# ---- design 1 ----
## config.mk

```make
export PLATFORM = sky130hd
export DESIGN_NAME = uart_tx_fifo
export DESIGN_NICKNAME = d
export VERILOG_FILES = /design/src/rtl/uart_tx_fifo.sv
export SDC_FILE = /design/constraint.sdc
export NUM_CORES = 1
export LEC_CHECK = 0
export CAP_MARGIN = 20
export CORE_MARGIN = 2
export CORE_UTILIZATION = 65
export DETAILED_ROUTE_END_ITERATION = 6
export PLACE_DENSITY = 0.84
export SLEW_MARGIN = 5
export SYNTH_ARGS = -nofsm -noshare
export SYNTH_HDL_FRONTEND = slang
export SYNTH_SLANG_ARGS = --single-unit
export TNS_END_PERCENT = 30
```

## constraint.sdc

```tcl
create_clock -name clk -period 10.1 [get_ports clk]
set_input_delay 2.02 -clock clk [delete_from_list [all_inputs] [get_ports clk]]
set_output_delay 2.02 -clock clk [all_outputs]
set_load 0.005 [all_outputs]
```

## src/rtl/uart_tx_fifo.sv

```systemverilog
// UART transmitter fed by a FIFO: LSB-first framing, optional parity, 1 or 2 stop bits.
// Frames go out back to back, and each symbol is paced by the external baud_tick enable.
module uart_tx_fifo #(
    parameter int DATA_BITS  = 8,
    parameter int PARITY     = 0,
    parameter int STOP_BITS  = 1,
    parameter int FIFO_DEPTH = 16
) (
    input  logic                        clk,
    input  logic                        rst,
    input  logic                        baud_tick,
    input  logic                        s_valid,
    input  logic [DATA_BITS-1:0]        s_data,
    output logic                        s_ready,
    output logic [$clog2(FIFO_DEPTH):0] fifo_count,
    output logic                        busy,
    output logic                        tx
);
    localparam int AW = $clog2(FIFO_DEPTH);
    localparam int BW = $clog2(DATA_BITS);
    localparam logic [AW:0]   FULL     = (AW+1)'(FIFO_DEPTH);
    localparam logic [BW-1:0] LAST_IDX = BW'(DATA_BITS - 1);
    localparam logic          LAST_STP = 1'(STOP_BITS - 1);

    localparam logic [2:0] S_IDLE  = 3'd0;
    localparam logic [2:0] S_START = 3'd1;
    localparam logic [2:0] S_DATA  = 3'd2;
    localparam logic [2:0] S_PAR   = 3'd3;
    localparam logic [2:0] S_STOP  = 3'd4;

    if (DATA_BITS < 5 || DATA_BITS > 9) begin : g_bad_data_bits
        $error("uart_tx_fifo: DATA_BITS must be 5..9");
    end
    if (PARITY < 0 || PARITY > 2) begin : g_bad_parity
        $error("uart_tx_fifo: PARITY must be 0, 1 or 2");
    end
    if (STOP_BITS < 1 || STOP_BITS > 2) begin : g_bad_stop_bits
        $error("uart_tx_fifo: STOP_BITS must be 1 or 2");
    end
    if (FIFO_DEPTH < 2 || (FIFO_DEPTH & (FIFO_DEPTH - 1)) != 0) begin : g_bad_depth
        $error("uart_tx_fifo: FIFO_DEPTH must be a power of 2, >= 2");
    end

    logic [DATA_BITS-1:0] r_mem [FIFO_DEPTH];
    logic [AW-1:0]        r_wptr;
    logic [AW-1:0]        r_rptr;
    logic [AW:0]          r_count;
    logic [2:0]           r_state;
    logic [DATA_BITS-1:0] r_shreg;
    logic [BW-1:0]        r_bit_idx;
    logic                 r_stop_cnt;
    logic                 r_par;
    logic                 r_tx;

    logic                 w_push;
    logic                 w_pop;
    logic [DATA_BITS-1:0] w_head;

    assign s_ready    = (r_count != FULL);
    assign w_push     = s_valid && s_ready;
    assign w_pop      = (r_state == S_IDLE) && (r_count != '0);
    assign w_head     = r_mem[r_rptr];
    assign fifo_count = r_count;
    assign busy       = (r_state != S_IDLE) || (r_count != '0);
    assign tx         = r_tx;

    // Storage is not reset; the pointers and count define what is valid.
    always_ff @(posedge clk) begin
        if (w_push) begin
            r_mem[r_wptr] <= s_data;
        end
    end

    always_ff @(posedge clk) begin
        if (rst) begin
            r_wptr  <= '0;
            r_rptr  <= '0;
            r_count <= '0;
        end else begin
            if (w_push) r_wptr <= r_wptr + 1'b1;
            if (w_pop)  r_rptr <= r_rptr + 1'b1;
            case ({w_push, w_pop})
                2'b10:   r_count <= r_count + 1'b1;
                2'b01:   r_count <= r_count - 1'b1;
                default: r_count <= r_count;
            endcase
        end
    end

    // IDLE re-arms START immediately, so the last stop bit runs until the next tick.
    always_ff @(posedge clk) begin
        if (rst) begin
            r_state    <= S_IDLE;
            r_tx       <= 1'b1;
            r_shreg    <= '0;
            r_bit_idx  <= '0;
            r_stop_cnt <= 1'b0;
            r_par      <= 1'b0;
        end else begin
            case (r_state)
                S_IDLE: begin
                    r_tx <= 1'b1;
                    if (w_pop) begin
                        r_shreg    <= w_head;
                        r_bit_idx  <= '0;
                        r_stop_cnt <= 1'b0;
                        r_par      <= (PARITY == 2) ? ~^w_head : ^w_head;
                        r_state    <= S_START;
                    end
                end
                S_START: if (baud_tick) begin
                    r_tx    <= 1'b0;
                    r_state <= S_DATA;
                end
                S_DATA: if (baud_tick) begin
                    r_tx <= r_shreg[r_bit_idx];
                    if (r_bit_idx == LAST_IDX) begin
                        r_state <= (PARITY != 0) ? S_PAR : S_STOP;
                    end else begin
                        r_bit_idx <= r_bit_idx + 1'b1;
                    end
                end
                S_PAR: if (baud_tick) begin
                    r_tx    <= r_par;
                    r_state <= S_STOP;
                end
                S_STOP: if (baud_tick) begin
                    r_tx <= 1'b1;
                    if (r_stop_cnt == LAST_STP) begin
                        r_state <= S_IDLE;
                    end else begin
                        r_stop_cnt <= 1'b1;
                    end
                end
                default: r_state <= S_IDLE;
            endcase
        end
    end
endmodule

```

==> design_1/util_map.png <==
Scale bar: 20 um. 10 x 10 tiles, from black (low) to pale yellow (high), 0 to 100% covered.
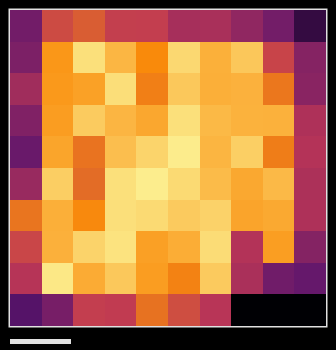
- tiles over 75% full: 52%
- emptiest ninth of the die: bottom right
- nearly empty tiles: 3.0%
Placeable Area: 9774 um^2
FP Util: 67.03%
final design utilization: 75.90%

==> design_1/class_map.png <==
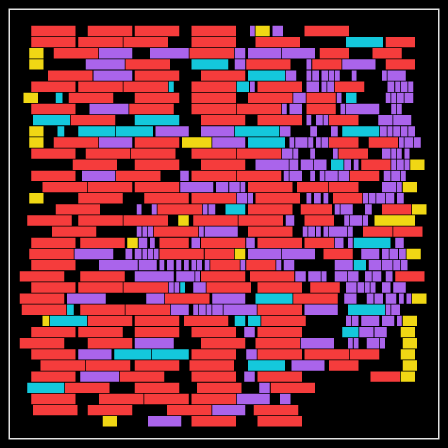
- remaining buffers and delay cells: yellow (cells 25; share of their area 3.7%)
- remaining logic cells: purple (cells 231; share of their area 27%)
- sequential cells: red (cells 161; share of their area 62%)
- clock drivers and dummy loads: cyan (cells 31; share of their area 7.7%)
row cnt: 36
final instance area: 7418 um^2

==> results.py <==
# Physical implementation metrics
metrics = {
    "outcome": {
        "status": "completed",
    },
    "grt": {
        "grt_max_degree": 34,
    },
    "yosys": {
        "synthMuxAreaShare_pct": 12.57,
        "simple_gate_share_pct": 7.009,
        "yosys_warnings": 0,
        "ys_chip_area_um2": 6551,
        "common_cells": "edfxtp_1, nand2_1, nor2_1, dfxtp_1, mux4_2",
        "synthCells": 416,
    },
    "setup_path": {
        "cp_num_buf_inv": 3,
    },
    "clock_tree": {
        "clkTransAtPathRegs_ns": 0.06,
        "cts_tree": "built",
    },
    "power_and_ir_drop": {
        "intPower_mw": 1.334,
        "power.total_mw": 1.882,
    },
    "final_timing": {
        "worst_slew_pin_slew_ns": 0.9711,
    },
    "placed_design": {
        "preCtsSetupSlack_ns": 4.980,
    },
    "final_layout": {
        "n_antenna_cell": 0,
        "area_growth_pct": 13.24,
        "lay_top_count": "edfxtp_1",
    },
}
==> design_1/port_trees.png <==
Scale bar: 20 um.
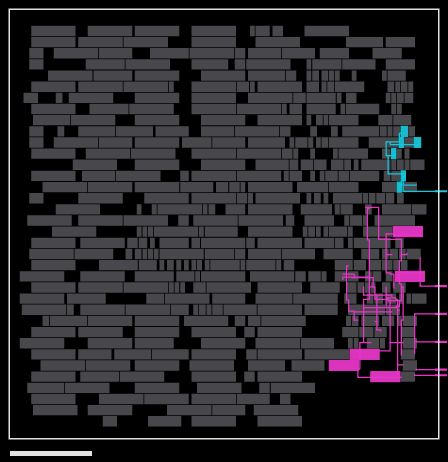
- baud_tick: cyan (bits 1; direction input; end cells 6; buffers 1; wire 46.7 um)
- fifo_count: magenta (bits 5; direction output; end cells 5; buffers 5; wire 314 um)
num ports: 20
PortBufs: 19

[final cells by class]
cell class	count	share of cell area [%]
multi-input cells	225	25.60
flip-flops and latches	161	60.75
repair buffers	25	3.576
inverters	6	0.3036
clock buffers	19	5.684
clock inverters	12	1.838
well taps	133	2.243
[metal layers]
layer / GRT usage (%) / up-vias / wire, um
met5: 0 / - / 0
met4: 9.556 / 0 / 375
met3: 7.456 / 36 / 886
met2: 39.68 / 179 / 6197
met1: 31.88 / 1790 / 5078
li1: - / 1634 / -

# ---- design 2 ----
[src/rtl/dwt_fir_stage_if.sv]
// Sample, control and coefficient signals of one DWT FIR stage.
// The master drives samples and coefficients; the slave is the filter stage.
interface dwt_fir_stage_if #(
    parameter int unsigned W_IN  = 9,
    parameter int unsigned C_IN  = 9,
    parameter int unsigned Y_OUT = 25,
    parameter int unsigned TAPS  = 4
);
    logic [1:0]              mode;
    logic                    flush;
    logic                    in_valid;
    logic                    in_ready;
    logic [W_IN-1:0]         x_in;
    logic                    coef_wr;
    logic [$clog2(TAPS)-1:0] coef_addr;
    logic [C_IN-1:0]         coef_data;
    logic                    out_valid;
    logic [Y_OUT-1:0]        y_k;

    modport master (
        output mode, flush, in_valid, x_in, coef_wr, coef_addr, coef_data,
        input  in_ready, out_valid, y_k
    );

    modport slave (
        input  mode, flush, in_valid, x_in, coef_wr, coef_addr, coef_data,
        output in_ready, out_valid, y_k
    );
endinterface

[src/rtl/dwt_fir_stage.sv]
// N-tap FIR stage with runtime coefficients: bypass, filter, filter+down2 and up2+filter.
// Three register stages: delay line -> products -> sum.
module dwt_fir_stage #(
    parameter int unsigned             W_IN      = 9,
    parameter int unsigned             C_IN      = 9,
    parameter int unsigned             Y_OUT     = 25,
    parameter int unsigned             TAPS      = 4,
    parameter logic [TAPS*C_IN-1:0]    COEF_INIT = {-9'sd34, 9'sd57, 9'sd214, 9'sd123}
) (
    input logic            clk,
    input logic            rst,
    dwt_fir_stage_if.slave bus
);
    localparam int unsigned AW    = $clog2(TAPS);
    localparam int unsigned P     = W_IN + C_IN;
    localparam logic [AW:0] TapsW = (AW + 1)'(TAPS);

    if (Y_OUT < W_IN + C_IN + $clog2(TAPS)) begin : g_bad_width
        $error("dwt_fir_stage: Y_OUT too narrow for full-precision sum");
    end
    if (TAPS < 2 || TAPS > 16) begin : g_bad_taps
        $error("dwt_fir_stage: TAPS must be within 2..16");
    end

    typedef enum logic [1:0] {
        ModeBypass = 2'b00,
        ModeFilter = 2'b01,
        ModeDown2  = 2'b10,
        ModeUp2    = 2'b11
    } mode_e;

    mode_e                   mode_q;
    logic                    phase_q;
    logic                    pend_q;
    logic                    v0_q;
    logic                    v1_q;
    logic                    out_valid_q;
    logic signed [W_IN-1:0]  d_q    [TAPS];
    logic signed [C_IN-1:0]  coef_q [TAPS];
    logic signed [P-1:0]     prod_q [TAPS];
    logic signed [Y_OUT-1:0] y_q;
    logic signed [Y_OUT-1:0] sum;

    logic                    in_ready;
    logic                    accept;
    logic                    inject;
    logic                    emit;
    logic signed [W_IN-1:0]  sample;

    // A pending up2 zero owns the cycle after each real sample.
    assign in_ready = !bus.flush && !pend_q;

    always_comb begin
        accept = bus.in_valid && in_ready;
        inject = pend_q && !bus.flush;
        sample = accept ? $signed(bus.x_in) : '0;
        emit   = inject || (accept && (mode_q != ModeDown2 || !phase_q));
        sum    = '0;
        for (int i = 0; i < TAPS; i++) begin
            sum = sum + Y_OUT'(prod_q[i]);
        end
    end

    always_ff @(posedge clk) begin
        if (rst) begin
            for (int i = 0; i < TAPS; i++) begin
                d_q[i]    <= '0;
                prod_q[i] <= '0;
                coef_q[i] <= COEF_INIT[i*C_IN +: C_IN];
            end
            mode_q      <= mode_e'(bus.mode);
            phase_q     <= 1'b0;
            pend_q      <= 1'b0;
            v0_q        <= 1'b0;
            v1_q        <= 1'b0;
            out_valid_q <= 1'b0;
            y_q         <= '0;
        end else begin
            if (bus.coef_wr && ({1'b0, bus.coef_addr} < TapsW)) begin
                coef_q[bus.coef_addr] <= bus.coef_data;
            end

            if (bus.flush) begin
                for (int i = 0; i < TAPS; i++) begin
                    d_q[i] <= '0;
                end
                phase_q <= 1'b0;
                pend_q  <= 1'b0;
                mode_q  <= mode_e'(bus.mode);
            end else if (accept || inject) begin
                d_q[0] <= sample;
                for (int i = 1; i < TAPS; i++) begin
                    d_q[i] <= d_q[i-1];
                end
                if (accept) begin
                    phase_q <= !phase_q;
                end
                pend_q <= accept && (mode_q == ModeUp2);
            end

            // Bypass routes the newest sample through tap 0 so latency matches the filter.
            for (int i = 0; i < TAPS; i++) begin
                if (mode_q == ModeBypass) begin
                    prod_q[i] <= (i == 0) ? P'(d_q[0]) : '0;
                end else begin
                    prod_q[i] <= P'(coef_q[i]) * P'(d_q[i]);
                end
            end

            v0_q        <= emit;
            v1_q        <= v0_q;
            out_valid_q <= v1_q;
            y_q         <= sum;
        end
    end

    assign bus.in_ready  = in_ready;
    assign bus.out_valid = out_valid_q;
    assign bus.y_k       = y_q;
endmodule
[src/flat_wrapper.sv]
// flat-port wrapper written by rule: the top's interface ports become plain ports
module dwt_fir_stage_flat 
#(
    parameter int unsigned             W_IN      = 9,
    parameter int unsigned             C_IN      = 9,
    parameter int unsigned             Y_OUT     = 25,
    parameter int unsigned             TAPS      = 4,
    parameter logic [TAPS*C_IN-1:0]    COEF_INIT = {-9'sd34, 9'sd57, 9'sd214, 9'sd123}
)
  (clk, rst, bus_mode, bus_flush, bus_in_valid, bus_x_in, bus_coef_wr, bus_coef_addr, bus_coef_data, bus_in_ready, bus_out_valid, bus_y_k);
  dwt_fir_stage_if #(.W_IN(W_IN), .C_IN(C_IN), .Y_OUT(Y_OUT), .TAPS(TAPS)) bus_i ();
  input logic clk;
  input logic rst;
  input wire logic [$bits(bus_i.mode)-1:0] bus_mode;
  input wire logic [$bits(bus_i.flush)-1:0] bus_flush;
  input wire logic [$bits(bus_i.in_valid)-1:0] bus_in_valid;
  input wire logic [$bits(bus_i.x_in)-1:0] bus_x_in;
  input wire logic [$bits(bus_i.coef_wr)-1:0] bus_coef_wr;
  input wire logic [$bits(bus_i.coef_addr)-1:0] bus_coef_addr;
  input wire logic [$bits(bus_i.coef_data)-1:0] bus_coef_data;
  output wire logic [$bits(bus_i.in_ready)-1:0] bus_in_ready;
  output wire logic [$bits(bus_i.out_valid)-1:0] bus_out_valid;
  output wire logic [$bits(bus_i.y_k)-1:0] bus_y_k;
  assign bus_i.mode = bus_mode;
  assign bus_i.flush = bus_flush;
  assign bus_i.in_valid = bus_in_valid;
  assign bus_i.x_in = bus_x_in;
  assign bus_i.coef_wr = bus_coef_wr;
  assign bus_i.coef_addr = bus_coef_addr;
  assign bus_i.coef_data = bus_coef_data;
  assign bus_in_ready = bus_i.in_ready;
  assign bus_out_valid = bus_i.out_valid;
  assign bus_y_k = bus_i.y_k;
  dwt_fir_stage #(.W_IN(W_IN), .C_IN(C_IN), .Y_OUT(Y_OUT), .TAPS(TAPS), .COEF_INIT(COEF_INIT)) u_core (.clk(clk), .rst(rst), .bus(bus_i));
endmodule
[config.mk]
export PLATFORM = sky130hd
export DESIGN_NAME = dwt_fir_stage_flat
export DESIGN_NICKNAME = d
export VERILOG_FILES = /design/src/rtl/dwt_fir_stage_if.sv /design/src/rtl/dwt_fir_stage.sv /design/src/flat_wrapper.sv
export SDC_FILE = /design/constraint.sdc
export NUM_CORES = 1
export LEC_CHECK = 0
export CELL_PAD_IN_SITES_DETAIL_PLACEMENT = 0
export CELL_PAD_IN_SITES_GLOBAL_PLACEMENT = 1
export CORE_AREA = 2 2 203 205
export DETAILED_ROUTE_END_ITERATION = 8
export DIE_AREA = 0 0 205 207
export GPL_TIMING_DRIVEN = 1
export PLACE_DENSITY_LB_ADDON = 0.08
export SETUP_SLACK_MARGIN = 0.5
export SYNTH_ARGS = -nofsm -noshare
export SYNTH_HDL_FRONTEND = slang
export SYNTH_SLANG_ARGS = --single-unit
[constraint.sdc]
create_clock -name clk -period 7.3 [get_ports clk]
set_input_delay 2.19 -clock clk [delete_from_list [all_inputs] [get_ports clk]]
set_output_delay 2.19 -clock clk [all_outputs]
set_load 0.02 [all_outputs]
==> design_2/port_trees.png <==
Scale bar: 50 um.
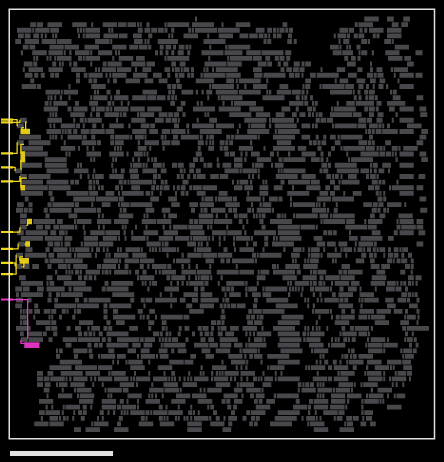
- bus_out_valid: magenta (bits 1; direction output; end cells 1; buffers 1; wire 37.4 um)
- bus_x_in: yellow (bits 9; direction input; end cells 9; buffers 9; wire 94.5 um)
num ports: 54
PortBufs: 53

==> design_2/util_map.png <==
Scale bar: 50 um. 20 x 21 tiles, from black (low) to pale yellow (high), 0 to 100% covered.
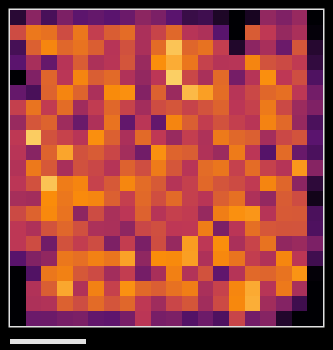
- nearly empty tiles: 3.3%
- fullest tile: 90%
- mean over tiles: 50%
- tiles over 75% full: 6.0%
final design utilization: 54.59%
FP Util: 50.07%
Placeable Area: 40,370 um^2

==> results.py <==
# Physical implementation metrics
metrics = {
    "setup_path": {
        "cpLargestDelayFamily": "buffers and inverters",
        "max_stage_delay_ns": 0.62,
    },
    "grt": {
        "grt_first_pass_wirelength_mm": 73.73,
        "grt_remaining_overflow": 0,
    },
    "final_layout": {
        "lay_top_cells": "inv_1, fa_1, nand2_1",
        "lay_top_count": "inv_1",
        "nNetsFinal": 2605,
        "postLayoutCellArea_um2": 22040,
        "stdcell_count": 2632,
    },
    "drt": {
        "highest_layer": "met4",
        "met3_length_mm": 1.509,
    },
    "yosys": {
        "yosys_warnings": 0,
    },
    "power_and_ir_drop": {
        "seq_power_share_pct": 29.6,
        "combPwrFrac_pct": 49.7,
        "p_leak_nw": 10.59,
    },
    "outcome": {
        "status": "completed",
    },
    "final_timing": {
        "hold_slack_ns": 0.4559,
    },
}
==> design_2/congestion_map.png <==
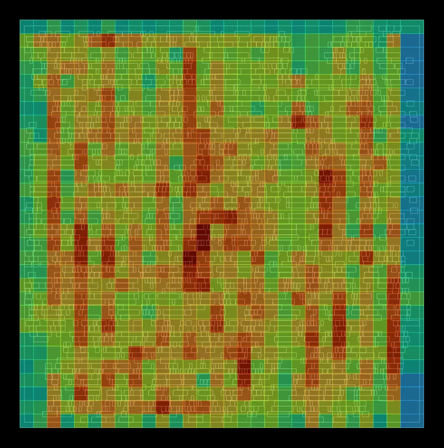
gr usage total: 22.54%
M3 GR Usage: 2.738%
M2 GR Usage: 37.40%
met1 Use GR: 30.99%
Avg WL per Cell: 16.93 um

-- cell type report --
cell class	instances	area share [%]
clock inverters	15	0.7608
clock buffers	17	1.930
inverters	335	5.706
multi-input cells	1499	63.82
well taps	532	3.020
repair buffers	58	2.555
flip-flops and latches	176	22.21
-- logic make-up after synthesis --
kind of cell	Yosys count	share of synthesized area [%]
and+or+nand+nor	625	15.52
adders and majority gates	491	41.54
buffers and inverters	405	7.527
AOI/OAI and AO/OA	220	7.205
DFF	176	24.22
xor gates and xnor gates	88	3.813
muxes	3	0.1609
other	1	0.01855


==> notes/layouts.md <==
Pictures saved along the way, in no particular order.

Supply network.
Plate I
Scale bar: 50 um. Pins as bars on the die edge.
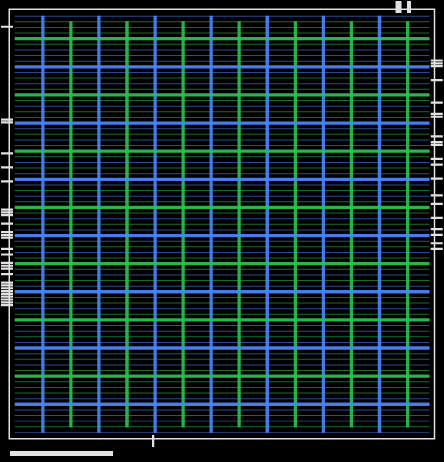
Plate II
Scale bar: 20 um. Pins as bars on the die edge.
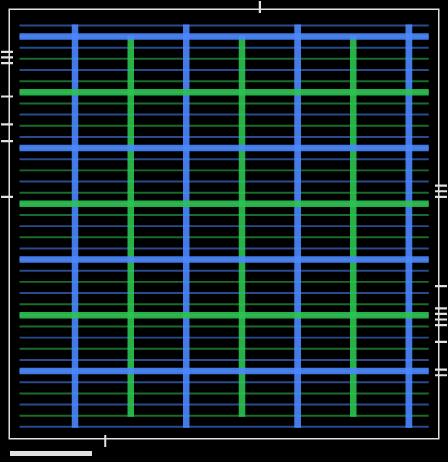
- largest die: Plate I
- most pins: Plate I
Design 2 is Plate I.
Design 1 is Plate II.

Key to Plate II:
- VSS: blue
- VDD: green
- met1 rails: 37
- rows: 36

